######## design 1 ########
===== src/rtl/seg_scan_driver_pkg.sv =====
// Shared constants for the seven-segment scan driver: the active-low segment
// patterns (bit 0 = a .. bit 6 = g) and the blank value.
package seg_scan_driver_pkg;

    localparam logic [6:0] SEG_BLANK = 7'h7F;

    localparam logic [6:0] SEG_0 = 7'h40;
    localparam logic [6:0] SEG_1 = 7'h79;
    localparam logic [6:0] SEG_2 = 7'h24;
    localparam logic [6:0] SEG_3 = 7'h30;
    localparam logic [6:0] SEG_4 = 7'h19;
    localparam logic [6:0] SEG_5 = 7'h12;
    localparam logic [6:0] SEG_6 = 7'h02;
    localparam logic [6:0] SEG_7 = 7'h78;
    localparam logic [6:0] SEG_8 = 7'h00;
    localparam logic [6:0] SEG_9 = 7'h10;
    localparam logic [6:0] SEG_A = 7'h08;
    localparam logic [6:0] SEG_B = 7'h03;
    localparam logic [6:0] SEG_C = 7'h46;
    localparam logic [6:0] SEG_D = 7'h21;
    localparam logic [6:0] SEG_E = 7'h06;
    localparam logic [6:0] SEG_F = 7'h0E;

endpackage


===== src/rtl/seg_scan_driver_hex_to_seg7.sv =====
// Combinational hex-to-seven-segment decoder, active-low outputs, b and d in
// lowercase. Shared with the counter stage's own segment output.
module hex_to_seg7
    import seg_scan_driver_pkg::*;
(
    input  logic [3:0] value_i,
    output logic [6:0] seg_o
);

    always_comb begin
        // NOTE: every path assigns seg_o (default first, full case) so no latch is inferred.
        seg_o = SEG_BLANK;
        unique case (value_i)
            4'h0: seg_o = SEG_0;
            4'h1: seg_o = SEG_1;
            4'h2: seg_o = SEG_2;
            4'h3: seg_o = SEG_3;
            4'h4: seg_o = SEG_4;
            4'h5: seg_o = SEG_5;
            4'h6: seg_o = SEG_6;
            4'h7: seg_o = SEG_7;
            4'h8: seg_o = SEG_8;
            4'h9: seg_o = SEG_9;
            4'hA: seg_o = SEG_A;
            4'hB: seg_o = SEG_B;
            4'hC: seg_o = SEG_C;
            4'hD: seg_o = SEG_D;
            4'hE: seg_o = SEG_E;
            4'hF: seg_o = SEG_F;
        endcase
    end

endmodule


===== src/rtl/seg_scan_driver.sv =====
// Time-multiplexed common-anode seven-segment driver with registered outputs.
// Define LEADING_ZERO_BLANK_EN to blank leading zero digits (digit 0 always shown).
module seg_scan_driver
    import seg_scan_driver_pkg::*;
#(
    parameter int NUM_DIGITS  = 4,
    parameter int REFRESH_DIV = 100000
) (
    input  logic                    clk,
    input  logic                    clr,
    input  logic [4*NUM_DIGITS-1:0] digits,
    input  logic [NUM_DIGITS-1:0]   dp_in,
    output logic [NUM_DIGITS-1:0]   an,
    output logic [6:0]              seg,
    output logic                    dp,
    output logic                    scan_tk
);

    localparam int CNT_W = (REFRESH_DIV > 1) ? $clog2(REFRESH_DIV) : 1;
    localparam int IDX_W = (NUM_DIGITS > 1) ? $clog2(NUM_DIGITS) : 1;

    if (NUM_DIGITS < 2 || NUM_DIGITS > 8) begin : g_bad_num_digits
        $error("seg_scan_driver: NUM_DIGITS=%0d outside 2..8", NUM_DIGITS);
    end
    if (REFRESH_DIV < 2) begin : g_bad_refresh_div
        $error("seg_scan_driver: REFRESH_DIV=%0d must be >= 2", REFRESH_DIV);
    end

    logic [CNT_W-1:0]      presc_q, presc_d;
    logic [IDX_W-1:0]      idx_q, idx_d;
    logic [NUM_DIGITS-1:0] an_q, an_d;
    logic [6:0]            seg_q, seg_d;
    logic                  dp_q, dp_d;
    logic                  scan_tk_q, scan_tk_d;
    logic                  tick;
    logic [3:0]            sel_val;
    logic [6:0]            sel_seg;
    logic [NUM_DIGITS-1:0] blank_mask;

`ifdef LEADING_ZERO_BLANK_EN
    // A digit is blank when it and every more significant digit are zero.
    always_comb begin
        logic zero_run;
        zero_run   = 1'b1;
        blank_mask = '0;
        for (int i = NUM_DIGITS - 1; i > 0; i--) begin
            zero_run      = zero_run & (digits[4*i +: 4] == 4'h0);
            blank_mask[i] = zero_run;
        end
    end
`else
    assign blank_mask = '0;
`endif

    // idx_q names the digit that will be lit at the next tick, so digit 0 comes first.
    assign sel_val = digits[4*int'(idx_q) +: 4];

    hex_to_seg7 u_hex_to_seg7 (
        .value_i (sel_val),
        .seg_o   (sel_seg)
    );

    always_comb begin
        tick      = (presc_q == CNT_W'(REFRESH_DIV - 1));
        presc_d   = tick ? '0 : presc_q + CNT_W'(1);
        idx_d     = idx_q;
        an_d      = an_q;
        seg_d     = seg_q;
        dp_d      = dp_q;
        scan_tk_d = tick;
        if (tick) begin
            idx_d = (idx_q == IDX_W'(NUM_DIGITS - 1)) ? '0 : idx_q + IDX_W'(1);
            if (blank_mask[idx_q]) begin
                an_d  = '1;
                seg_d = SEG_BLANK;
                dp_d  = 1'b1;
            end else begin
                an_d  = ~(NUM_DIGITS'(1) << idx_q);
                seg_d = sel_seg;
                dp_d  = ~dp_in[idx_q];
            end
        end
    end

    always_ff @(posedge clk or posedge clr) begin
        if (clr) begin
            presc_q   <= '0;
            idx_q     <= '0;
            an_q      <= '1;
            seg_q     <= SEG_BLANK;
            dp_q      <= 1'b1;
            scan_tk_q <= 1'b0;
        end else begin
            // NOTE: non-blocking assignments so every register samples pre-edge values.
            presc_q   <= presc_d;
            idx_q     <= idx_d;
            an_q      <= an_d;
            seg_q     <= seg_d;
            dp_q      <= dp_d;
            scan_tk_q <= scan_tk_d;
        end
    end

    assign an      = an_q;
    assign seg     = seg_q;
    assign dp      = dp_q;
    assign scan_tk = scan_tk_q;

endmodule

===== config.mk =====
export PLATFORM = sky130hd
export DESIGN_NAME = seg_scan_driver
export DESIGN_NICKNAME = d
export VERILOG_FILES = /design/src/rtl/seg_scan_driver_pkg.sv /design/src/rtl/seg_scan_driver_hex_to_seg7.sv /design/src/rtl/seg_scan_driver.sv
export SDC_FILE = /design/constraint.sdc
export NUM_CORES = 1
export LEC_CHECK = 0
export ABC_AREA = 1
export CORE_ASPECT_RATIO = 0.8
export CORE_MARGIN = 5
export CORE_UTILIZATION = 48
export CTS_CLUSTER_DIAMETER = 120
export CTS_CLUSTER_SIZE = 40
export DETAILED_ROUTE_END_ITERATION = 6
export PLACE_DENSITY = 0.76
export SLEW_MARGIN = 30
export SYNTH_ARGS = -nofsm -noshare
export SYNTH_HDL_FRONTEND = slang
export SYNTH_SLANG_ARGS = --single-unit
export TNS_END_PERCENT = 10

===== constraint.sdc =====
create_clock -name clk -period 1.6 [get_ports clk]
set_clock_uncertainty 0.2 [all_clocks]
set_input_delay 0.16 -clock clk [delete_from_list [all_inputs] [get_ports clk]]
set_output_delay 0.16 -clock clk [all_outputs]
set_load 0.01 [all_outputs]

######## design 2 ########
--- src/rtl/serial_and_reducer.sv ---
// rtl/serial_and_reducer.sv - serial AND reduction of fixed-length bit frames
// Bits arrive one per accept; frame results are held on a valid/ready port until taken.
module serial_and_reducer #(
   parameter int N_BITS = 3,
   parameter int CNT_W  = 4
) (
   input  logic             clk,
   input  logic             rst_n,
   input  logic             in_valid,
   input  logic             in_bit,
   output logic             in_ready,
   output logic             out_valid,
   input  logic             out_ready,
   output logic             out_partial,
   output logic             out_final,
   output logic [CNT_W-1:0] out_first_zero
);

   localparam logic [CNT_W-1:0] LAST = CNT_W'(N_BITS - 1);
   localparam logic [CNT_W-1:0] ONE  = CNT_W'(1);

   typedef enum logic {
      ACCUM = 1'b0,
      HOLD  = 1'b1
   } state_t;

   state_t           state;
   state_t           state_nxt;
   logic [CNT_W-1:0] cnt;
   logic [CNT_W-1:0] zidx;
   logic             acc;
   logic             zero_seen;
   logic             accept;

   assign accept = in_valid & in_ready;

   always_ff @(posedge clk or negedge rst_n) begin
      if (!rst_n) begin
         state <= ACCUM;
      end else begin
         state <= state_nxt;
      end
   end

   // Handshake outputs depend only on the state register.
   always_comb begin
      state_nxt = state;
      in_ready  = 1'b0;
      out_valid = 1'b0;
      case (state)
         ACCUM: begin
            in_ready = 1'b1;
            if (in_valid && (cnt == LAST)) begin
               state_nxt = HOLD;
            end
         end
         HOLD: begin
            out_valid = 1'b1;
            if (out_ready) begin
               state_nxt = ACCUM;
            end
         end
         default: state_nxt = ACCUM;
      endcase
   end

   always_ff @(posedge clk or negedge rst_n) begin
      if (!rst_n) begin
         cnt            <= '0;
         acc            <= 1'b1;
         zero_seen      <= 1'b0;
         zidx           <= '0;
         out_partial    <= 1'b0;
         out_final      <= 1'b0;
         out_first_zero <= '0;
      end else if (accept) begin
         acc <= acc & in_bit;
         if (!in_bit && !zero_seen) begin
            zidx      <= cnt;
            zero_seen <= 1'b1;
         end
         if (cnt == ONE) begin
            out_partial <= acc & in_bit;
         end
         if (cnt == LAST) begin
            out_final      <= acc & in_bit;
            out_first_zero <= zero_seen ? zidx : (in_bit ? LAST : cnt);
            cnt            <= '0;
         end else begin
            cnt <= cnt + ONE;
         end
      end else if ((state == HOLD) && out_ready) begin
         // Result registers are left alone so they stay readable until overwritten.
         acc       <= 1'b1;
         zero_seen <= 1'b0;
         zidx      <= '0;
      end
   end

endmodule

--- config.mk ---
export PLATFORM = sky130hd
export DESIGN_NAME = serial_and_reducer
export DESIGN_NICKNAME = d
export VERILOG_FILES = /design/src/rtl/serial_and_reducer.sv
export SDC_FILE = /design/constraint.sdc
export NUM_CORES = 1
export LEC_CHECK = 0
export ABC_CLOCK_PERIOD_IN_PS = 1500
export CAP_MARGIN = 15
export CORE_AREA = 2 2 44 46
export CTS_CLUSTER_DIAMETER = 200
export DETAILED_ROUTE_END_ITERATION = 12
export DIE_AREA = 0 0 46 48
export PLACE_DENSITY = 0.76
export SYNTH_ARGS = -nofsm -noshare
export SYNTH_HDL_FRONTEND = slang
export SYNTH_SLANG_ARGS = --single-unit
--- constraint.sdc ---
create_clock -name clk -period 1.5 [get_ports clk]
set_input_delay 0.225 -clock clk [delete_from_list [all_inputs] [get_ports clk]]
set_output_delay 0.225 -clock clk [all_outputs]
set_load 0.03 [all_outputs]
######## design 3 ########
`config.mk`:
```
export PLATFORM = sky130hd
export DESIGN_NAME = alu_arb_sched_flat
export DESIGN_NICKNAME = d
export VERILOG_FILES = /design/src/rtl/alu_pkg.sv /design/src/rtl/alu_arb_sched_if.sv /design/src/rtl/alu_iter_core.sv /design/src/rtl/alu_arb_sched.sv /design/src/flat_wrapper.sv
export SDC_FILE = /design/constraint.sdc
export NUM_CORES = 1
export LEC_CHECK = 0
export CAP_MARGIN = 20
export CORE_ASPECT_RATIO = 0.75
export CORE_MARGIN = 10
export CORE_UTILIZATION = 45
export CTS_CLUSTER_SIZE = 10
export DETAILED_ROUTE_END_ITERATION = 12
export GPL_TIMING_DRIVEN = 1
export PLACE_DENSITY_LB_ADDON = 0.12
export SKIP_CTS_REPAIR_TIMING = 1
export SYNTH_ARGS = -nofsm -noshare
export SYNTH_HDL_FRONTEND = slang
export SYNTH_SLANG_ARGS = --single-unit
```
`constraint.sdc`:
```
create_clock -name clk -period 2.75 [get_ports clk]
set_clock_uncertainty 0.15 [all_clocks]
set_input_delay 0.275 -clock clk [delete_from_list [all_inputs] [get_ports clk]]
set_output_delay 0.275 -clock clk [all_outputs]
set_load 0.05 [all_outputs]
```
`src/rtl/alu_pkg.sv`:
```
// Shared op encodings, FSM states and per-op latencies for alu_arb_sched.
// ALU_ARB_DIV_EN compiles in the divider; without it op 11 finishes in one cycle as an error.
package alu_pkg;

    typedef enum logic [1:0] {
        ALU_OP_ADD = 2'b00,
        ALU_OP_SUB = 2'b01,
        ALU_OP_MUL = 2'b10,
        ALU_OP_DIV = 2'b11
    } alu_op_e;

    typedef enum logic [1:0] {
        ST_IDLE,
        ST_EXEC,
        ST_RESP
    } state_e;

    localparam int unsigned CNT_W = 3;

    localparam logic [CNT_W-1:0] LAT_ADD = 3'd1;
    localparam logic [CNT_W-1:0] LAT_SUB = 3'd1;
    localparam logic [CNT_W-1:0] LAT_MUL = 3'd4;
`ifdef ALU_ARB_DIV_EN
    localparam bit               DIV_EN  = 1'b1;
    localparam logic [CNT_W-1:0] LAT_DIV = 3'd4;
`else
    localparam bit               DIV_EN  = 1'b0;
    localparam logic [CNT_W-1:0] LAT_DIV = 3'd1;
`endif

    function automatic logic [CNT_W-1:0] op_latency(input alu_op_e op);
        case (op)
            ALU_OP_ADD: return LAT_ADD;
            ALU_OP_SUB: return LAT_SUB;
            ALU_OP_MUL: return LAT_MUL;
            default:    return LAT_DIV;
        endcase
    endfunction

    // Ops that run on the iterative core rather than completing from the latched operands.
    function automatic logic op_is_iter(input alu_op_e op);
        return (op == ALU_OP_MUL) || (DIV_EN && (op == ALU_OP_DIV));
    endfunction

    // Magnitude of a 4-bit two's-complement value; -8 maps to 4'd8.
    function automatic logic [3:0] mag4(input logic [3:0] v);
        return v[3] ? (4'h0 - v) : v;
    endfunction

endpackage

```
`src/rtl/alu_arb_sched_if.sv`:
```
// Request/response bus of alu_arb_sched: two requesters in, one result stream out.
interface alu_arb_sched_if;

    logic [1:0] req_valid;
    logic [1:0] req_ready;
    logic [3:0] req_op;
    logic [7:0] req_a;
    logic [7:0] req_b;
    logic       resp_valid;
    logic       resp_ready;
    logic       resp_id;
    logic [7:0] resp_result;
    logic [3:0] resp_rem;
    logic       resp_err;

    modport master (
        output req_valid, req_op, req_a, req_b, resp_ready,
        input  req_ready, resp_valid, resp_id, resp_result, resp_rem, resp_err
    );

    modport slave (
        input  req_valid, req_op, req_a, req_b, resp_ready,
        output req_ready, resp_valid, resp_id, resp_result, resp_rem, resp_err
    );

endinterface

```
`src/rtl/alu_iter_core.sv`:
```
// Four-step shift-add multiplier and restoring divider on operand magnitudes.
// The divider step exists only when ALU_ARB_DIV_EN is defined.
module alu_iter_core
    import alu_pkg::*;
(
    input  logic       clk,
    input  logic       rst,
    input  logic       start,
    input  alu_op_e    op,
    input  logic [3:0] a,
    input  logic [3:0] b,
    output logic       done,
    output logic [7:0] result,
    output logic [3:0] rem
);

    logic       busy_q;
    logic [1:0] step_q;
    logic       div_q;
    logic       neg_q;
    logic       a_neg_q;
    logic       zero_q;
    // mul: acc = partial product, x = shifted multiplicand, y = multiplier
    // div: acc = partial remainder, x = divisor, y = dividend shifting into quotient
    logic [7:0] acc_q, acc_d;
    logic [7:0] x_q, x_d;
    logic [3:0] y_q, y_d;
`ifdef ALU_ARB_DIV_EN
    logic [4:0] rtmp;
`endif

    // NOTE: every signal written here gets a default first, so no path can infer a latch.
    always_comb begin
        acc_d = acc_q;
        x_d   = x_q;
        y_d   = y_q;
`ifdef ALU_ARB_DIV_EN
        rtmp  = {acc_q[3:0], y_q[3]};
`endif
        if (!div_q) begin
            if (y_q[0]) acc_d = acc_q + x_q;
            x_d = x_q << 1;
            y_d = y_q >> 1;
        end
`ifdef ALU_ARB_DIV_EN
        else begin
            y_d = {y_q[2:0], 1'b0};
            if (rtmp >= {1'b0, x_q[3:0]}) begin
                acc_d  = {3'b000, rtmp - {1'b0, x_q[3:0]}};
                y_d[0] = 1'b1;
            end else begin
                acc_d = {3'b000, rtmp};
            end
        end
`endif
    end

    // NOTE: state registers use non-blocking assignments so all flops update together on the edge.
    always_ff @(posedge clk or posedge rst) begin
        if (rst) begin
            busy_q  <= 1'b0;
            step_q  <= 2'd0;
            div_q   <= 1'b0;
            neg_q   <= 1'b0;
            a_neg_q <= 1'b0;
            zero_q  <= 1'b0;
            acc_q   <= 8'h00;
            x_q     <= 8'h00;
            y_q     <= 4'h0;
        end else if (start) begin
            busy_q  <= 1'b1;
            step_q  <= 2'd0;
            div_q   <= DIV_EN && (op == ALU_OP_DIV);
            neg_q   <= a[3] ^ b[3];
            a_neg_q <= a[3];
            zero_q  <= (b == 4'h0);
            acc_q   <= 8'h00;
            if (DIV_EN && (op == ALU_OP_DIV)) begin
                x_q <= {4'h0, mag4(b)};
                y_q <= mag4(a);
            end else begin
                x_q <= {4'h0, mag4(a)};
                y_q <= mag4(b);
            end
        end else if (busy_q) begin
            acc_q  <= acc_d;
            x_q    <= x_d;
            y_q    <= y_d;
            step_q <= step_q + 2'd1;
            if (step_q == 2'd3) busy_q <= 1'b0;
        end
    end

    // High during the cycle whose closing edge performs the last step.
    assign done = busy_q && (step_q == 2'd3);

    logic [7:0] mag;
    assign mag    = div_q ? {4'h0, y_q} : acc_q;
    assign result = (div_q && zero_q) ? 8'h00 : (neg_q ? (8'h00 - mag) : mag);
    assign rem    = (div_q && !zero_q) ? (a_neg_q ? (4'h0 - acc_q[3:0]) : acc_q[3:0]) : 4'h0;

endmodule

```
`src/rtl/alu_arb_sched.sv`:
```
// Two-requester round-robin front end sharing one small ALU, with an IDLE/EXEC/RESP scheduler.
// Divider availability follows ALU_ARB_DIV_EN through alu_pkg.
module alu_arb_sched
    import alu_pkg::*;
#(
    parameter bit RR_INIT = 1'b0
) (
    input  logic           clk,
    input  logic           rst,
    alu_arb_sched_if.slave bus,
    output logic           busy
);

    state_e           state_q, state_d;
    logic             prio_q;
    logic [CNT_W-1:0] cnt_q;
    logic             id_q;
    alu_op_e          op_q;
    logic [3:0]       a_q, b_q;

    logic [1:0] grant;
    logic       gid;
    logic       accept;
    alu_op_e    sel_op;
    logic [3:0] sel_a, sel_b;
    logic       core_done;
    logic [7:0] core_result;
    logic [3:0] core_rem;
    logic       exec_last;

    // Priority only matters when both requesters compete.
    always_comb begin
        grant = bus.req_valid;
        if (bus.req_valid == 2'b11) grant = prio_q ? 2'b10 : 2'b01;
    end

    assign gid           = grant[1];
    assign accept        = (state_q == ST_IDLE) && (grant != 2'b00);
    assign bus.req_ready = ((state_q == ST_IDLE) && !rst) ? grant : 2'b00;
    assign sel_op        = alu_op_e'(bus.req_op[{gid, 1'b0} +: 2]);
    assign sel_a         = bus.req_a[{gid, 2'b00} +: 4];
    assign sel_b         = bus.req_b[{gid, 2'b00} +: 4];

    alu_iter_core u_core (
        .clk    (clk),
        .rst    (rst),
        .start  (accept && op_is_iter(sel_op)),
        .op     (sel_op),
        .a      (sel_a),
        .b      (sel_b),
        .done   (core_done),
        .result (core_result),
        .rem    (core_rem)
    );

    assign exec_last = op_is_iter(op_q) ? core_done : (cnt_q == CNT_W'(1));

    always_ff @(posedge clk or posedge rst) begin
        if (rst) state_q <= ST_IDLE;
        else     state_q <= state_d;
    end

    always_comb begin
        state_d = state_q;
        unique case (state_q)
            ST_IDLE: if (accept)         state_d = ST_EXEC;
            ST_EXEC: if (exec_last)      state_d = ST_RESP;
            ST_RESP: if (bus.resp_ready) state_d = ST_IDLE;
            default:                     state_d = ST_IDLE;
        endcase
    end

    always_ff @(posedge clk or posedge rst) begin
        if (rst) begin
            prio_q <= RR_INIT;
            cnt_q  <= '0;
            id_q   <= 1'b0;
            op_q   <= ALU_OP_ADD;
            a_q    <= 4'h0;
            b_q    <= 4'h0;
        end else if (accept) begin
            prio_q <= ~gid;
            cnt_q  <= op_latency(sel_op);
            id_q   <= gid;
            op_q   <= sel_op;
            a_q    <= sel_a;
            b_q    <= sel_b;
        end else if (state_q == ST_EXEC) begin
            cnt_q  <= cnt_q - CNT_W'(1);
        end
    end

    // Results derive only from latched state, so they hold through RESP and after it.
    logic [4:0] sum;
    logic [7:0] res;
    logic [3:0] rem;
    logic       err;

    always_comb begin
        sum = 5'h00;
        res = 8'h00;
        rem = 4'h0;
        err = 1'b0;
        unique case (op_q)
            ALU_OP_ADD: begin
                sum = {a_q[3], a_q} + {b_q[3], b_q};
                res = {{3{sum[4]}}, sum};
            end
            ALU_OP_SUB: begin
                sum = {a_q[3], a_q} - {b_q[3], b_q};
                res = {{3{sum[4]}}, sum};
            end
            ALU_OP_MUL: res = core_result;
            default: begin
                err = !DIV_EN || (b_q == 4'h0);
                if (DIV_EN) begin
                    res = core_result;
                    rem = core_rem;
                end
            end
        endcase
    end

    assign bus.resp_valid  = (state_q == ST_RESP);
    assign bus.resp_id     = id_q;
    assign bus.resp_result = res;
    assign bus.resp_rem    = rem;
    assign bus.resp_err    = err;
    assign busy            = (state_q != ST_IDLE);

endmodule

```
`src/flat_wrapper.sv`:
```
// flat-port wrapper written by rule: the top's interface ports become plain ports
module alu_arb_sched_flat import alu_pkg::*;
#(
    parameter bit RR_INIT = 1'b0
)
  (clk, rst, busy, bus_req_valid, bus_req_op, bus_req_a, bus_req_b, bus_resp_ready, bus_req_ready, bus_resp_valid, bus_resp_id, bus_resp_result, bus_resp_rem, bus_resp_err);
  alu_arb_sched_if bus_i ();
  input  logic clk;
  input  logic rst;
  output logic busy;
  input wire logic [$bits(bus_i.req_valid)-1:0] bus_req_valid;
  input wire logic [$bits(bus_i.req_op)-1:0] bus_req_op;
  input wire logic [$bits(bus_i.req_a)-1:0] bus_req_a;
  input wire logic [$bits(bus_i.req_b)-1:0] bus_req_b;
  input wire logic [$bits(bus_i.resp_ready)-1:0] bus_resp_ready;
  output wire logic [$bits(bus_i.req_ready)-1:0] bus_req_ready;
  output wire logic [$bits(bus_i.resp_valid)-1:0] bus_resp_valid;
  output wire logic [$bits(bus_i.resp_id)-1:0] bus_resp_id;
  output wire logic [$bits(bus_i.resp_result)-1:0] bus_resp_result;
  output wire logic [$bits(bus_i.resp_rem)-1:0] bus_resp_rem;
  output wire logic [$bits(bus_i.resp_err)-1:0] bus_resp_err;
  assign bus_i.req_valid = bus_req_valid;
  assign bus_i.req_op = bus_req_op;
  assign bus_i.req_a = bus_req_a;
  assign bus_i.req_b = bus_req_b;
  assign bus_i.resp_ready = bus_resp_ready;
  assign bus_req_ready = bus_i.req_ready;
  assign bus_resp_valid = bus_i.resp_valid;
  assign bus_resp_id = bus_i.resp_id;
  assign bus_resp_result = bus_i.resp_result;
  assign bus_resp_rem = bus_i.resp_rem;
  assign bus_resp_err = bus_i.resp_err;
  alu_arb_sched #(.RR_INIT(RR_INIT)) u_core (.clk(clk), .rst(rst), .bus(bus_i), .busy(busy));
endmodule
```
Fig. 1: design 3, cells by drive strength
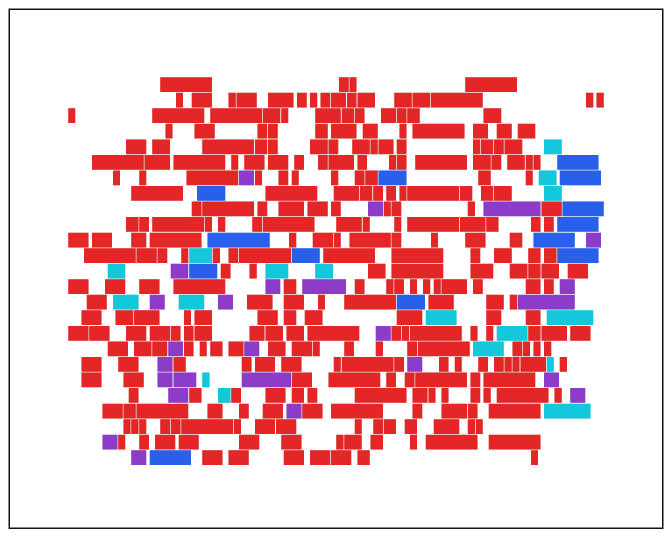
[blue] _6 and larger | cells: 13 | share: 3.5% | most used: buf_12
[cyan] _2 cells | cells: 17 | share: 4.6%
[purple] _3 and _4 cells | cells: 25 | share: 6.7% | most used: buf_4
[red] _0 and _1 cells | cells: 316 | share: 85% | most used: dfrtp_1

==> summary.txt, design 3 <==
Clock sink total -> 41
Clock power share -> 0.096
Dominant logic cell type in the layout -> dfrtp_1
Syn Std Cell Area -> 2990 um2
Total track usage -> 0.139
Log Warnings -> 33
Internal power -> 2660 uW
Top cell category -> combinational gates
Failing checks -> setup timing
Comb gates -> 246
Global routing usage on met2 -> 0.200
Ao+oa area frac -> 0.199
CP bufs+invs -> 1
Slew Viols, Final -> 0
Layout cells sized above 1 -> 0.148
RSZ-0062 raised after global routing -> yes
Top logic family -> AND-OR/OR-AND gates
Worst setup margin -> -0.115 ns
Clock insertion delay at the later pin of the skew report -> 0.30 ns
Status -> complete, but fails checks
Clock-net power -> 493 uW
Cell Chain, Critical Path -> ha_2 > fa_2 > a2111oi_4 > a211oi_1 > a211o_1 > o21ai_0 > buf_12
Final setup violation count -> 4
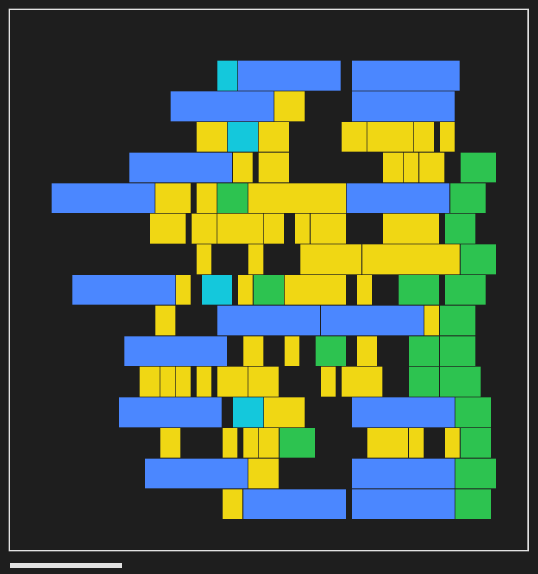
Fig. 2. Placement by cell class (design 2).
The bar under the picture is 10 um long.
[blue] flops | cells: 17
[yellow] combinational and other logic | cells: 53
[cyan] clock drivers and dummy loads | cells: 4
[green] other buffers and delay cells | cells: 19

==> summary.txt, design 2 <==
P_comb -> 761 uW
Ao+oa area frac -> 0.105
Internal power -> 1110 uW
Worst r2r src -> state$_DFF_PN0_
Buffering overhead -> 0.161
LEAKAGE -> 0.000516 uW
Die width -> 46 um
Crit-path leading delay family -> buffers and inverters
Clock transition at path regs -> 0.10 ns
# fillers -> 139
GR peak layer -> met2
Clock root cell -> clkbuf_4
WS Path Type -> reg2out
Status -> completed
Tap cells -> 17
DRT iter0 DRCs -> 7
Crit. End Element -> output port
Cell count along the critical path -> 2
Gate count after technology mapping -> 73
Fig. 3: design 1, cells by drive strength
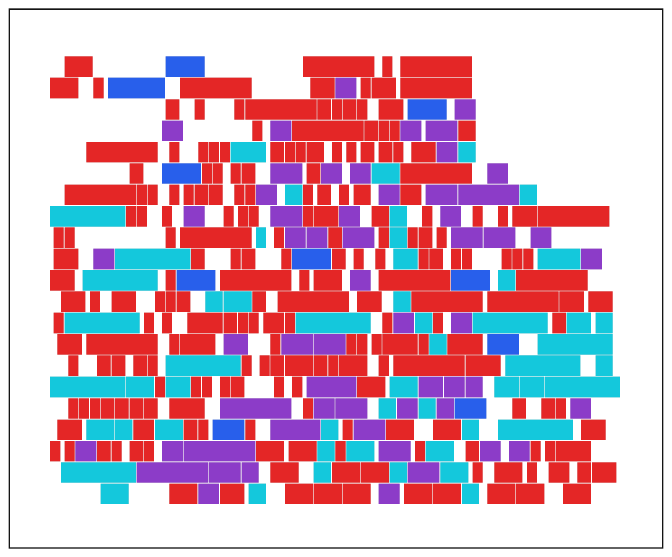
[blue] _6 and larger | cells: 10 | share: 2.9% | most used: clkbuf_8
[purple] _3 and _4 cells | cells: 57 | share: 17% | most used: buf_4
[red] _0 and _1 cells | cells: 221 | share: 65% | most used: nand2_1
[cyan] _2 cells | cells: 53 | share: 16% | most used: nand2_2
synthesis-to-layout area growth: 48.0%
Non-clk bufs: 70

==> summary.txt, design 1 <==
Seq pwr -> 810 uW
WS Path Type -> reg2reg
CP max stage delay -> 0.42 ns
Final setup violation count -> 13
Crit path max-delay cell type -> dfrtp_1
Min-delay src -> seg[6]$_DFFE_PP1N_
Failing checks -> setup timing
Pre-CTS WS -> -0.195 ns
Status -> complete, but fails checks
Cell total after placement -> 386
Comb pwr share -> 0.115
Chip area in the Yosys report -> 2050 um2
Clock root cell -> clkbuf_8
# fillers -> 321
Top reg by flops -> presc_q
Multiplexer share -> 0
Layout cells sized above 1 -> 0.352
Internal power -> 1260 uW
GR peak layer -> met2
Worst setup margin -> -0.126 ns
CTS max path bufs -> 2
VDD IR max -> 0.000587 V
Yosys warns -> 0
Seq share, synth -> 0.398
Post-Synthesis Net Count -> 299
Die area -> 5680 um2
DRT iter0 DRCs -> 91
Log Warnings -> 37
Post-synth EDFFs -> 0
GRT met3 Usage -> 0.0590
Most frequent cell after synthesis -> nand2_1
Clock-cell share of area -> 0.0310
Final net count -> 373
Synth Area in XOR/XNOR -> 0.0257
Comb gates -> 199
Num rows -> 21
Hold Crit Class -> reg2reg
NetSw -> 399 uW
Post-synth top flop -> dfrtp_1
Util after Layout -> 0.730
Setup bufs post-CTS -> 1
Dominant logic cell type in the layout -> nand2_1
Post-CTS Hold Buffers -> 0
Tap cells -> 57

==> screenshots <==
Met1 routing.
Supply wires on this layer in grey.
Plate I
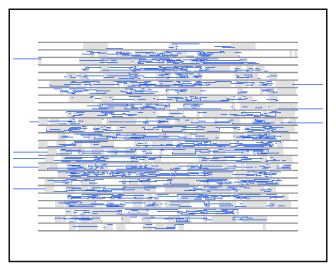
Plate II
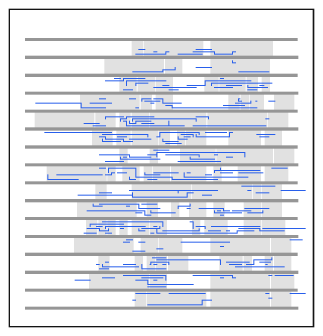
Plate III
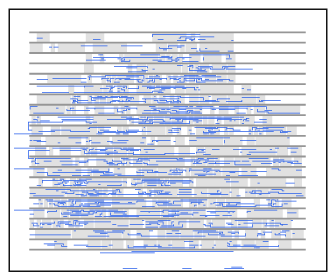
| from | picture |
|---|---|
| design 2 | Plate II |
| design 1 | Plate III |
| design 3 | Plate I |

Key to Plate II:
main direction: horizontal
wire length on this layer: 688 um
nets with wire on the layer: 90
longest straight run: 13.3 um
share of all routed wire: 48%


######## design 4 ########
Fig. 4: design 4, clock network drawn from the DEF
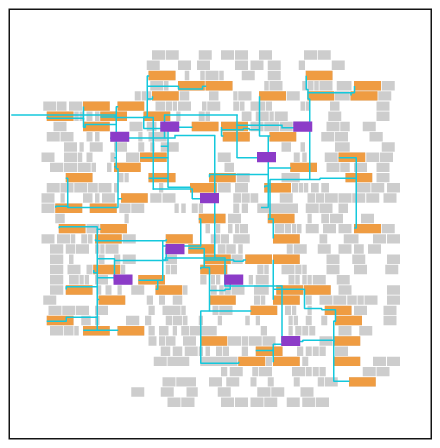

--- config.mk ---
export PLATFORM = sky130hd
export DESIGN_NAME = mem_stage
export DESIGN_NICKNAME = d
export VERILOG_FILES = /design/src/rtl/mem_stage.sv
export SDC_FILE = /design/constraint.sdc
export NUM_CORES = 1
export LEC_CHECK = 0
export CORE_AREA = 8 8 104 106
export DETAILED_ROUTE_END_ITERATION = 8
export DIE_AREA = 0 0 112 114
export GPL_ROUTABILITY_DRIVEN = 0
export HOLD_SLACK_MARGIN = 0.03
export PLACE_DENSITY = 0.65
export SLEW_MARGIN = 20
export SYNTH_ARGS = -nofsm -noshare
export SYNTH_HDL_FRONTEND = slang
export SYNTH_SLANG_ARGS = --single-unit
--- constraint.sdc ---
create_clock -name clk -period 4.5 [get_ports clk]
set_input_delay 0.45 -clock clk [delete_from_list [all_inputs] [get_ports clk]]
set_output_delay 0.45 -clock clk [all_outputs]
set_load 0.01 [all_outputs]
--- src/rtl/mem_stage.sv ---
// mem_stage: memory-access stage of the LC-3b pipeline.
// Sits between EX/MEM and MEM/WB. It issues data-memory transactions for
// LDR/STR/LDB/STB/LDI/STI and stalls upstream while one is outstanding.
// It forms the writeback value and pulses wb_load once per instruction.
// Optional feature: define MEM_STAGE_INDIRECT_EN to give LDI/STI their
// second (indirect) access. Without it, LDI acts as LDR and STI acts as STR.
module mem_stage (
    input  logic        clk,
    input  logic        reset,
    input  logic        in_valid,
    input  logic [3:0]  opcode_in,
    input  logic [2:0]  dest_in,
    input  logic [15:0] alu_out_in,
    input  logic [15:0] sr_data_in,
    input  logic [15:0] pc_in,
    input  logic        load_regfile_in,
    output logic        dmem_read,
    output logic        dmem_write,
    output logic [15:0] dmem_address,
    output logic [15:0] dmem_wdata,
    output logic [1:0]  dmem_byte_enable,
    input  logic        dmem_resp,
    input  logic [15:0] dmem_rdata,
    output logic        stall_out,
    output logic        wb_load,
    output logic [2:0]  dest_out,
    output logic [15:0] regfilemux_out,
    output logic        load_regfile_out
);

    // LC-3b opcodes this stage cares about (JSRR shares the JSR opcode)
    localparam logic [3:0] OP_LDB  = 4'b0010;
    localparam logic [3:0] OP_STB  = 4'b0011;
    localparam logic [3:0] OP_JSR  = 4'b0100;
    localparam logic [3:0] OP_LDR  = 4'b0110;
    localparam logic [3:0] OP_STR  = 4'b0111;
    localparam logic [3:0] OP_LDI  = 4'b1010;
    localparam logic [3:0] OP_STI  = 4'b1011;
    localparam logic [3:0] OP_TRAP = 4'b1111;

`ifdef MEM_STAGE_INDIRECT_EN
    typedef enum logic [1:0] {
        ST_IDLE   = 2'd0,
        ST_ACC1   = 2'd1,
        ST_ACC2   = 2'd2,
        ST_RESULT = 2'd3
    } state_t;
`else
    typedef enum logic [1:0] {
        ST_IDLE   = 2'd0,
        ST_ACC1   = 2'd1,
        ST_RESULT = 2'd3
    } state_t;
`endif

    // True for every opcode that touches data memory
    function automatic logic is_mem_op(input logic [3:0] op);
        logic r;
        case (op)
            OP_LDR, OP_STR, OP_LDB, OP_STB, OP_LDI, OP_STI: r = 1'b1;
            default:                                        r = 1'b0;
        endcase
        return r;
    endfunction

    // Direction of the first access: STI reads its pointer first only when
    // the indirect access exists; otherwise it is a plain word store.
    function automatic logic first_is_read(input logic [3:0] op);
        logic r;
        case (op)
            OP_LDR, OP_LDB, OP_LDI: r = 1'b1;
`ifdef MEM_STAGE_INDIRECT_EN
            OP_STI:                 r = 1'b1;
`else
            OP_STI:                 r = 1'b0;
`endif
            default:                r = 1'b0;
        endcase
        return r;
    endfunction

    function automatic logic first_is_write(input logic [3:0] op);
        logic r;
        case (op)
            OP_STR, OP_STB: r = 1'b1;
`ifdef MEM_STAGE_INDIRECT_EN
            OP_STI:         r = 1'b0;
`else
            OP_STI:         r = 1'b1;
`endif
            default:        r = 1'b0;
        endcase
        return r;
    endfunction

    // Byte stores select the lane from address bit 0; all else is a word
    function automatic logic [1:0] first_be(input logic [3:0] op, input logic addr0);
        logic [1:0] r;
        if (op == OP_STB) begin
            r = addr0 ? 2'b10 : 2'b01;
        end else begin
            r = 2'b11;
        end
        return r;
    endfunction

    // Byte stores replicate the low byte onto both lanes
    function automatic logic [15:0] first_wdata(input logic [3:0] op, input logic [15:0] sr);
        logic [15:0] r;
        if (op == OP_STB) begin
            r = {sr[7:0], sr[7:0]};
        end else begin
            r = sr;
        end
        return r;
    endfunction

    state_t      state_q;
    logic [3:0]  op_q;
    logic [2:0]  dest_q;
    logic [15:0] alu_q;
    logic        ldrf_q;
    logic        dmem_read_q;
    logic        dmem_write_q;
    logic [15:0] dmem_address_q;
    logic [15:0] dmem_wdata_q;
    logic [1:0]  dmem_be_q;
    logic        wb_load_q;
    logic [2:0]  dest_out_q;
    logic [15:0] regfilemux_q;
    logic        ldrf_out_q;

    logic        in_mem_s;
    logic        acc_busy_s;
    logic [15:0] pt_value_s;
    logic [15:0] mem_value_d;
`ifdef MEM_STAGE_INDIRECT_EN
    logic        go_indirect_s;
`endif

    // Decode the incoming opcode and select the pass-through writeback value
    always_comb begin
        in_mem_s   = is_mem_op(opcode_in);
        pt_value_s = alu_out_in;
        case (opcode_in)
            OP_JSR, OP_TRAP: pt_value_s = pc_in;
            default:         pt_value_s = alu_out_in;
        endcase
    end

    // Writeback value captured when the final memory response arrives
    always_comb begin
        mem_value_d = alu_q;
        case (op_q)
            OP_LDR, OP_LDI: mem_value_d = dmem_rdata;
            OP_LDB: begin
                if (dmem_address_q[0]) begin
                    mem_value_d = {8'h00, dmem_rdata[15:8]};
                end else begin
                    mem_value_d = {8'h00, dmem_rdata[7:0]};
                end
            end
            default: mem_value_d = alu_q;
        endcase
    end

`ifdef MEM_STAGE_INDIRECT_EN
    // Indirect ops take a second access after the pointer read
    always_comb begin
        if ((op_q == OP_LDI) || (op_q == OP_STI)) begin
            go_indirect_s = 1'b1;
        end else begin
            go_indirect_s = 1'b0;
        end
    end

    assign acc_busy_s = (state_q == ST_ACC1) || (state_q == ST_ACC2);
`else
    assign acc_busy_s = (state_q == ST_ACC1);
`endif

    // Hold upstream while a memory op is being accepted or is in flight
    assign stall_out = ((state_q == ST_IDLE) && in_valid && in_mem_s) || acc_busy_s;

    // Stage FSM: request registers, latched instruction fields and results
    always_ff @(posedge clk) begin
        if (reset) begin
            state_q        <= ST_IDLE;
            op_q           <= 4'h0;
            dest_q         <= 3'h0;
            alu_q          <= 16'h0000;
            ldrf_q         <= 1'b0;
            dmem_read_q    <= 1'b0;
            dmem_write_q   <= 1'b0;
            dmem_address_q <= 16'h0000;
            dmem_wdata_q   <= 16'h0000;
            dmem_be_q      <= 2'b00;
            wb_load_q      <= 1'b0;
            dest_out_q     <= 3'h0;
            regfilemux_q   <= 16'h0000;
            ldrf_out_q     <= 1'b0;
        end else begin
            wb_load_q <= 1'b0;
            case (state_q)
                ST_IDLE: begin
                    if (in_valid && in_mem_s) begin
                        op_q           <= opcode_in;
                        dest_q         <= dest_in;
                        alu_q          <= alu_out_in;
                        ldrf_q         <= load_regfile_in;
                        dmem_address_q <= alu_out_in;
                        dmem_wdata_q   <= first_wdata(opcode_in, sr_data_in);
                        dmem_be_q      <= first_be(opcode_in, alu_out_in[0]);
                        dmem_read_q    <= first_is_read(opcode_in);
                        dmem_write_q   <= first_is_write(opcode_in);
                        state_q        <= ST_ACC1;
                    end else if (in_valid) begin
                        dest_out_q   <= dest_in;
                        regfilemux_q <= pt_value_s;
                        ldrf_out_q   <= load_regfile_in;
                        wb_load_q    <= 1'b1;
                        state_q      <= ST_IDLE;
                    end else begin
                        state_q <= ST_IDLE;
                    end
                end
                ST_ACC1: begin
`ifdef MEM_STAGE_INDIRECT_EN
                    if (dmem_resp && go_indirect_s) begin
                        // Pointer returned: retarget the request at it
                        dmem_address_q <= dmem_rdata;
                        dmem_be_q      <= 2'b11;
                        dmem_read_q    <= (op_q == OP_LDI);
                        dmem_write_q   <= (op_q == OP_STI);
                        state_q        <= ST_ACC2;
                    end else if (dmem_resp) begin
`else
                    if (dmem_resp) begin
`endif
                        dmem_read_q  <= 1'b0;
                        dmem_write_q <= 1'b0;
                        dest_out_q   <= dest_q;
                        regfilemux_q <= mem_value_d;
                        ldrf_out_q   <= ldrf_q;
                        wb_load_q    <= 1'b1;
                        state_q      <= ST_RESULT;
                    end else begin
                        state_q <= ST_ACC1;
                    end
                end
`ifdef MEM_STAGE_INDIRECT_EN
                ST_ACC2: begin
                    if (dmem_resp) begin
                        dmem_read_q  <= 1'b0;
                        dmem_write_q <= 1'b0;
                        dest_out_q   <= dest_q;
                        regfilemux_q <= mem_value_d;
                        ldrf_out_q   <= ldrf_q;
                        wb_load_q    <= 1'b1;
                        state_q      <= ST_RESULT;
                    end else begin
                        state_q <= ST_ACC2;
                    end
                end
`endif
                ST_RESULT: begin
                    // The held upstream instruction is the one just retired
                    state_q <= ST_IDLE;
                end
                default: begin
                    dmem_read_q  <= 1'b0;
                    dmem_write_q <= 1'b0;
                    state_q      <= ST_IDLE;
                end
            endcase
        end
    end

    assign dmem_read        = dmem_read_q;
    assign dmem_write       = dmem_write_q;
    assign dmem_address     = dmem_address_q;
    assign dmem_wdata       = dmem_wdata_q;
    assign dmem_byte_enable = dmem_be_q;
    assign wb_load          = wb_load_q;
    assign dest_out         = dest_out_q;
    assign regfilemux_out   = regfilemux_q;
    assign load_regfile_out = ldrf_out_q;

endmodule

######## design 5 ########
File: config.mk
export PLATFORM = sky130hd
export DESIGN_NAME = exception_sequencer_flat
export DESIGN_NICKNAME = d
export VERILOG_FILES = /design/src/rtl/exception_sequencer_pkg.sv /design/src/rtl/exception_sequencer_if.sv /design/src/rtl/exception_sequencer.sv /design/src/flat_wrapper.sv
export SDC_FILE = /design/constraint.sdc
export NUM_CORES = 1
export LEC_CHECK = 0
export ABC_AREA = 1
export CAP_MARGIN = 15
export CORE_UTILIZATION = 35
export CTS_CLUSTER_DIAMETER = 100
export DETAILED_ROUTE_END_ITERATION = 10
export PLACE_DENSITY = 0.84
export RECOVER_POWER = 25
export SLEW_MARGIN = 20
export SYNTH_ARGS = -nofsm -noshare
export SYNTH_HDL_FRONTEND = slang
export SYNTH_SLANG_ARGS = --single-unit
File: constraint.sdc
create_clock -name clock -period 1.4 [get_ports clock]
set_input_delay 0.28 -clock clock [delete_from_list [all_inputs] [get_ports clock]]
set_output_delay 0.28 -clock clock [all_outputs]
set_load 0.005 [all_outputs]
File: src/rtl/exception_sequencer_pkg.sv
// Shared types and constants for the MIPS exception sequencer.
// Holds the FSM encoding, cause codes, vector indices and the vector-address helper.
package mips_exc_pkg;

  typedef enum logic [2:0] {
    IDLE,
    SAVE,
    ADDR,
    LOAD,
    ERET
  } exc_state_t;

  localparam logic [31:0] CAUSE_OPCODE = 32'd1;
  localparam logic [31:0] CAUSE_OVF    = 32'd2;
  localparam logic [31:0] CAUSE_DIVZ   = 32'd3;

  localparam logic [1:0] VEC_IDX_OPCODE = 2'd0;
  localparam logic [1:0] VEC_IDX_OVF    = 2'd1;
  localparam logic [1:0] VEC_IDX_DIVZ   = 2'd2;

  // Vector table entries are consecutive 32-bit words.
  function automatic logic [31:0] vec_addr(input logic [31:0] base, input logic [1:0] idx);
    return base + {28'd0, idx, 2'b00};
  endfunction

endpackage

File: src/rtl/exception_sequencer_if.sv
// Bundle between the exception sequencer (master) and the control unit / datapath (slave).
// Carries request lines, PC/memory inputs and the override/status outputs.
interface exception_sequencer_if;

  logic        exc_en;
  logic        req_opcode;
  logic        req_ovf;
  logic        req_divz;
  logic        eret_req;
  logic [31:0] pc_in;
  logic [31:0] mem_data;

  logic        exc_busy;
  logic        exc_mem_sel;
  logic [31:0] exc_mem_addr;
  logic        exc_pc_write;
  logic [31:0] exc_pc_value;
  logic [31:0] epc;
  logic [31:0] cause;
  logic        exc_done;
  logic        double_fault;

  modport master (
    input  exc_en, req_opcode, req_ovf, req_divz, eret_req, pc_in, mem_data,
    output exc_busy, exc_mem_sel, exc_mem_addr, exc_pc_write, exc_pc_value,
    output epc, cause, exc_done, double_fault
  );

  modport slave (
    output exc_en, req_opcode, req_ovf, req_divz, eret_req, pc_in, mem_data,
    input  exc_busy, exc_mem_sel, exc_mem_addr, exc_pc_write, exc_pc_value,
    input  epc, cause, exc_done, double_fault
  );

endinterface

File: src/rtl/exception_sequencer.sv
// Exception sequencer: saves EPC/cause, fetches the handler vector and loads PC; also performs ERET.
// Latency: request in cycle T -> PC load at T+2+MEM_LAT (exception) or T+1 (ERET).
// Backpressure: none accepted; control unit stalls on exc_busy, requests while busy are dropped and flagged.
module exception_sequencer
  import mips_exc_pkg::*;
#(
  parameter logic [31:0] VEC_BASE = 32'd240,
  parameter int          MEM_LAT  = 2
) (
  input  logic                  clock,
  input  logic                  reset,
  exception_sequencer_if.master bus
);

  localparam logic [3:0] LAT_INIT = 4'(MEM_LAT - 1);

  exc_state_t  state;
  exc_state_t  state_nxt;
  logic [3:0]  lat_cnt;
  logic [1:0]  vec_idx;
  logic [31:0] epc_q;
  logic [31:0] cause_q;
  logic        dfault_q;

  logic any_req;
  logic take_exc;
  logic take_eret;

  assign any_req   = bus.req_opcode | bus.req_ovf | bus.req_divz;
  assign take_exc  = bus.exc_en & any_req;
  assign take_eret = bus.exc_en & ~any_req & bus.eret_req;

  always_ff @(posedge clock) begin
    if (reset) begin
      state <= IDLE;
    end else begin
      state <= state_nxt;
    end
  end

  always_comb begin
    state_nxt = state;
    case (state)
      IDLE: begin
        if (take_exc) begin
          state_nxt = SAVE;
        end else if (take_eret) begin
          state_nxt = ERET;
        end
      end
      SAVE:    state_nxt = ADDR;
      ADDR:    if (lat_cnt == 4'd0) state_nxt = LOAD;
      LOAD:    state_nxt = IDLE;
      ERET:    state_nxt = IDLE;
      default: state_nxt = IDLE;
    endcase
  end

  always_ff @(posedge clock) begin
    if (reset) begin
      lat_cnt  <= 4'd0;
      vec_idx  <= 2'd0;
      epc_q    <= 32'd0;
      cause_q  <= 32'd0;
      dfault_q <= 1'b0;
    end else begin
      if (state == IDLE && take_exc) begin
        if (bus.req_opcode) begin
          cause_q <= CAUSE_OPCODE;
          vec_idx <= VEC_IDX_OPCODE;
        end else if (bus.req_ovf) begin
          cause_q <= CAUSE_OVF;
          vec_idx <= VEC_IDX_OVF;
        end else begin
          cause_q <= CAUSE_DIVZ;
          vec_idx <= VEC_IDX_DIVZ;
        end
      end
      // PC already points past the faulting instruction; wrap is intentional.
      if (state == SAVE) begin
        epc_q   <= bus.pc_in - 32'd4;
        lat_cnt <= LAT_INIT;
      end
      if (state == ADDR && lat_cnt != 4'd0) begin
        lat_cnt <= lat_cnt - 4'd1;
      end
      if (state != IDLE && any_req) begin
        dfault_q <= 1'b1;
      end
    end
  end

  always_comb begin
    bus.exc_busy     = 1'b0;
    bus.exc_mem_sel  = 1'b0;
    bus.exc_mem_addr = 32'd0;
    bus.exc_pc_write = 1'b0;
    bus.exc_pc_value = 32'd0;
    bus.exc_done     = 1'b0;
    case (state)
      SAVE: begin
        bus.exc_busy = 1'b1;
      end
      ADDR: begin
        bus.exc_busy     = 1'b1;
        bus.exc_mem_sel  = 1'b1;
        bus.exc_mem_addr = vec_addr(VEC_BASE, vec_idx);
      end
      LOAD: begin
        // Address held through LOAD so the memory output stays valid while sampled.
        bus.exc_busy     = 1'b1;
        bus.exc_mem_sel  = 1'b1;
        bus.exc_mem_addr = vec_addr(VEC_BASE, vec_idx);
        bus.exc_pc_write = 1'b1;
        bus.exc_pc_value = bus.mem_data;
        bus.exc_done     = 1'b1;
      end
      ERET: begin
        bus.exc_busy     = 1'b1;
        bus.exc_pc_write = 1'b1;
        bus.exc_pc_value = epc_q;
      end
      default: ;
    endcase
  end

  assign bus.epc          = epc_q;
  assign bus.cause        = cause_q;
  assign bus.double_fault = dfault_q;

endmodule
File: src/flat_wrapper.sv
// flat-port wrapper written by rule: the top's interface ports become plain ports
module exception_sequencer_flat import mips_exc_pkg::*;
#(
  parameter logic [31:0] VEC_BASE = 32'd240,
  parameter int          MEM_LAT  = 2
)
  (clock, reset, bus_exc_en, bus_req_opcode, bus_req_ovf, bus_req_divz, bus_eret_req, bus_pc_in, bus_mem_data, bus_exc_busy, bus_exc_mem_sel, bus_exc_mem_addr, bus_exc_pc_write, bus_exc_pc_value, bus_epc, bus_cause, bus_exc_done, bus_double_fault);
  exception_sequencer_if bus_i ();
  input  logic clock;
  input  logic reset;
  input wire logic [$bits(bus_i.exc_en)-1:0] bus_exc_en;
  input wire logic [$bits(bus_i.req_opcode)-1:0] bus_req_opcode;
  input wire logic [$bits(bus_i.req_ovf)-1:0] bus_req_ovf;
  input wire logic [$bits(bus_i.req_divz)-1:0] bus_req_divz;
  input wire logic [$bits(bus_i.eret_req)-1:0] bus_eret_req;
  input wire logic [$bits(bus_i.pc_in)-1:0] bus_pc_in;
  input wire logic [$bits(bus_i.mem_data)-1:0] bus_mem_data;
  output wire logic [$bits(bus_i.exc_busy)-1:0] bus_exc_busy;
  output wire logic [$bits(bus_i.exc_mem_sel)-1:0] bus_exc_mem_sel;
  output wire logic [$bits(bus_i.exc_mem_addr)-1:0] bus_exc_mem_addr;
  output wire logic [$bits(bus_i.exc_pc_write)-1:0] bus_exc_pc_write;
  output wire logic [$bits(bus_i.exc_pc_value)-1:0] bus_exc_pc_value;
  output wire logic [$bits(bus_i.epc)-1:0] bus_epc;
  output wire logic [$bits(bus_i.cause)-1:0] bus_cause;
  output wire logic [$bits(bus_i.exc_done)-1:0] bus_exc_done;
  output wire logic [$bits(bus_i.double_fault)-1:0] bus_double_fault;
  assign bus_i.exc_en = bus_exc_en;
  assign bus_i.req_opcode = bus_req_opcode;
  assign bus_i.req_ovf = bus_req_ovf;
  assign bus_i.req_divz = bus_req_divz;
  assign bus_i.eret_req = bus_eret_req;
  assign bus_i.pc_in = bus_pc_in;
  assign bus_i.mem_data = bus_mem_data;
  assign bus_exc_busy = bus_i.exc_busy;
  assign bus_exc_mem_sel = bus_i.exc_mem_sel;
  assign bus_exc_mem_addr = bus_i.exc_mem_addr;
  assign bus_exc_pc_write = bus_i.exc_pc_write;
  assign bus_exc_pc_value = bus_i.exc_pc_value;
  assign bus_epc = bus_i.epc;
  assign bus_cause = bus_i.cause;
  assign bus_exc_done = bus_i.exc_done;
  assign bus_double_fault = bus_i.double_fault;
  exception_sequencer #(.VEC_BASE(VEC_BASE), .MEM_LAT(MEM_LAT)) u_core (.clock(clock), .reset(reset), .bus(bus_i));
endmodule
Fig. 5: design 5, cells by drive strength
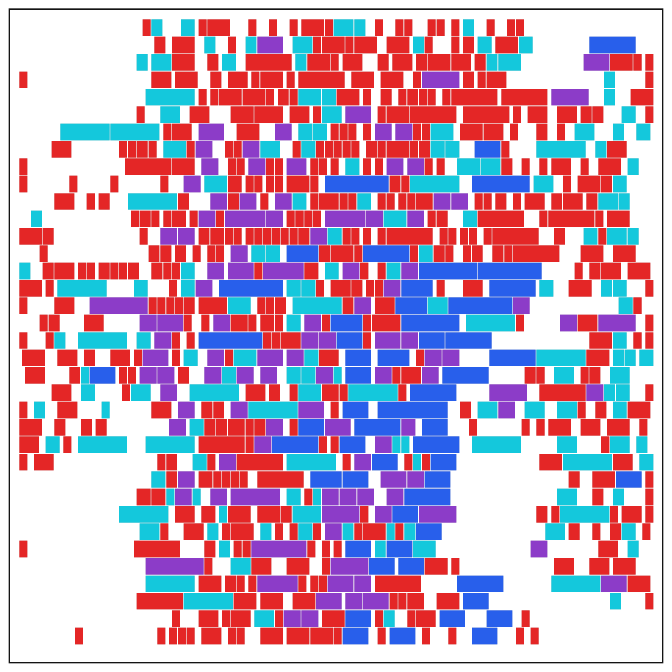
[blue] _6 and larger | cells: 55 | share: 6.7% | most used: buf_6
[purple] _3 and _4 cells | cells: 109 | share: 13% | most used: buf_4
[cyan] _2 cells | cells: 159 | share: 19% | most used: nand2_2
[red] _0 and _1 cells | cells: 503 | share: 61% | most used: inv_1

==> summary.txt, design 5 <==
First-pass GRT wire length -> 20.4 mm
Die Ht -> 102 um
Number of global-route vias before repair -> 4166
Non-clk bufs -> 264
Highest Signal Layer -> met4
VDD IR max -> 0.000355 V
Routed Antenna Nets -> 0
Area leader, netlist -> dfxtp_1
# fillers -> 789
Die width -> 102 um
CTS tree -> yes
Diode count -> 2
CP max stage delay -> 0.36 ns
Top logic family -> simple AND/OR/NAND/NOR gates
Via density -> 4.86
Critical Path End -> bus_exc_pc_value[17]
Basic Gates by Area -> 0.295
Top cells by area -> dfxtp_1 25%, buf_4 13%, nand2_1 13%
Flop count -> 44
Logic area -> 2380 um2
Final setup violation count -> 85
Worst setup margin -> -0.479 ns
Cell count along the critical path -> 7
RSZ-0062 raised after global routing -> yes
Setup bufs post-CTS -> 23
Dominant logic cell type in the layout -> inv_1
Fraction of area in registers -> 0.141
R2R setup slack -> -0.43 ns
GRT Residual Overflow -> 0
Status -> complete, but fails checks
Inverter count -> 104
Global routing usage on met2 -> 0.458
Failing checks -> setup timing
FP Util -> 0.360
Post-CTS Hold Buffers -> 0
Clk_skew -> 0.0141 ns
Period utilisation layout -> 1.34
Fig. 6: design 4, met1 routing
Supply wires on this layer in grey.
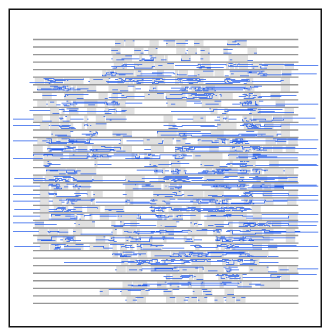
share of all routed wire: 42%
main direction: horizontal
wire length on this layer: 4480 um
grt met1 use: 0.184
drt total wl: 10.6 mm
via count: 3139

Notes on Fig. 4 above:
[purple] clock drivers | count: 9
[orange] flip-flops | count: 67
[cyan] clock wires | length: 932 um
routed clock nets: 10
clock-net power: 517 uW
clock power share: 0.348
clock insertion delay at the later pin of the skew report: 0.34 ns
clk_skew: 0.0121 ns

==> summary.txt, design 4 <==
CTS max path bufs -> 2
Diode count -> 0
Flop count -> 67
Top logic family -> AND-OR/OR-AND gates
Routed Antenna Nets -> 0
LEAKAGE -> 0.00168 uW
Basic Gates by Area -> 0.215
R2R setup slack -> 2.32 ns
Pre-CTS WS -> 1.67 ns
Global routing usage on met2 -> 0.259
Layout cells sized above 1 -> 0.0776
Fraction of area in registers -> 0.287
CP bufs+invs -> 3
CTS tree -> yes
# fillers -> 875
VDD IR max -> 0.000167 V
Comb area share -> 0.349
Post-Syn Area per Cell -> 8.83 um2
Tightest Pin Transition -> 1.01 ns
Non-clk bufs -> 136
Internal power -> 1090 uW
Hold Crit Class -> reg2reg
Syn Std Cell Area -> 3110 um2
Post-synth EDFFs -> 0
TritonCTS buffer count -> 9
P_comb -> 314 uW
Io pins -> 134
DRT iter0 DRCs -> 176
Util after Layout -> 0.513
Seq pwr -> 653 uW
Status -> completed
Seq share, synth -> 0.432
Die width -> 112 um
Top cells by area -> dfxtp_1 43%, nand2_1 7.9%, a221o_1 7.4%
Period utilisation layout -> 0.624
Final Hold Fails -> 0
Post-Synthesis Net Count -> 428
Worst r2r dst -> regfilemux_out[0]$_SDFFE_PP0P_
Placed cell area -> 4470 um2
GRT Residual Overflow -> 0
Met2 wire len -> 4.84 mm
Initial antenna violation count -> 0
Largest net degree at the start of global routing -> 60
Inverter count -> 2
Cell total after placement -> 572
Critical Path Source -> opcode_in[1]
Clock buffers -> 12
RSZ-0062 raised after global routing -> no
Slew headroom -> 0.325
First-pass GRT wire length -> 16.6 mm
GRT met3 Usage -> 0.0856
Log Warnings -> 26
Fmax achieved -> 0.356 GHz
Setup TNS -> 0 ns
Num rows -> 35
Post-synth top flop -> dfxtp_1
Routed WL per cell -> 18.0 um
Critical Path RT -> 4.05 ns
Post-synthesis async set-or-reset flop share -> 0
Worst setup margin -> 1.69 ns
Comb gates -> 256
Tap cells -> 111
Finished Layout Cells -> 588
Comb pwr share -> 0.211
Worst r2r src -> state_q[0]$_SDFF_PP0_


==> notes/layouts.md <==
Pictures saved along the way, in no particular order.

The clock network.
picture 1
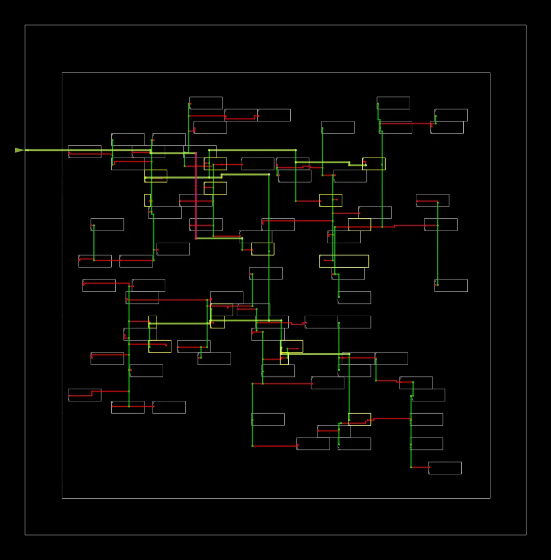
picture 2
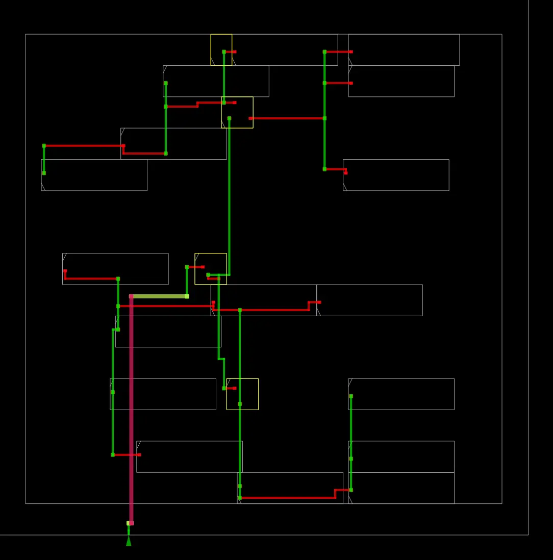
picture 3
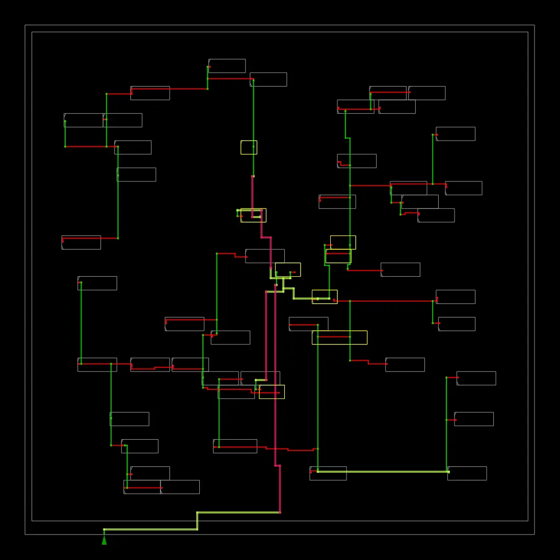
Of these, most clock buffers: picture 1
- picture 1 = design 4
- picture 2 = design 2
- picture 3 = design 5

No activity file was given, so power comes from the tool's default toggle rates.
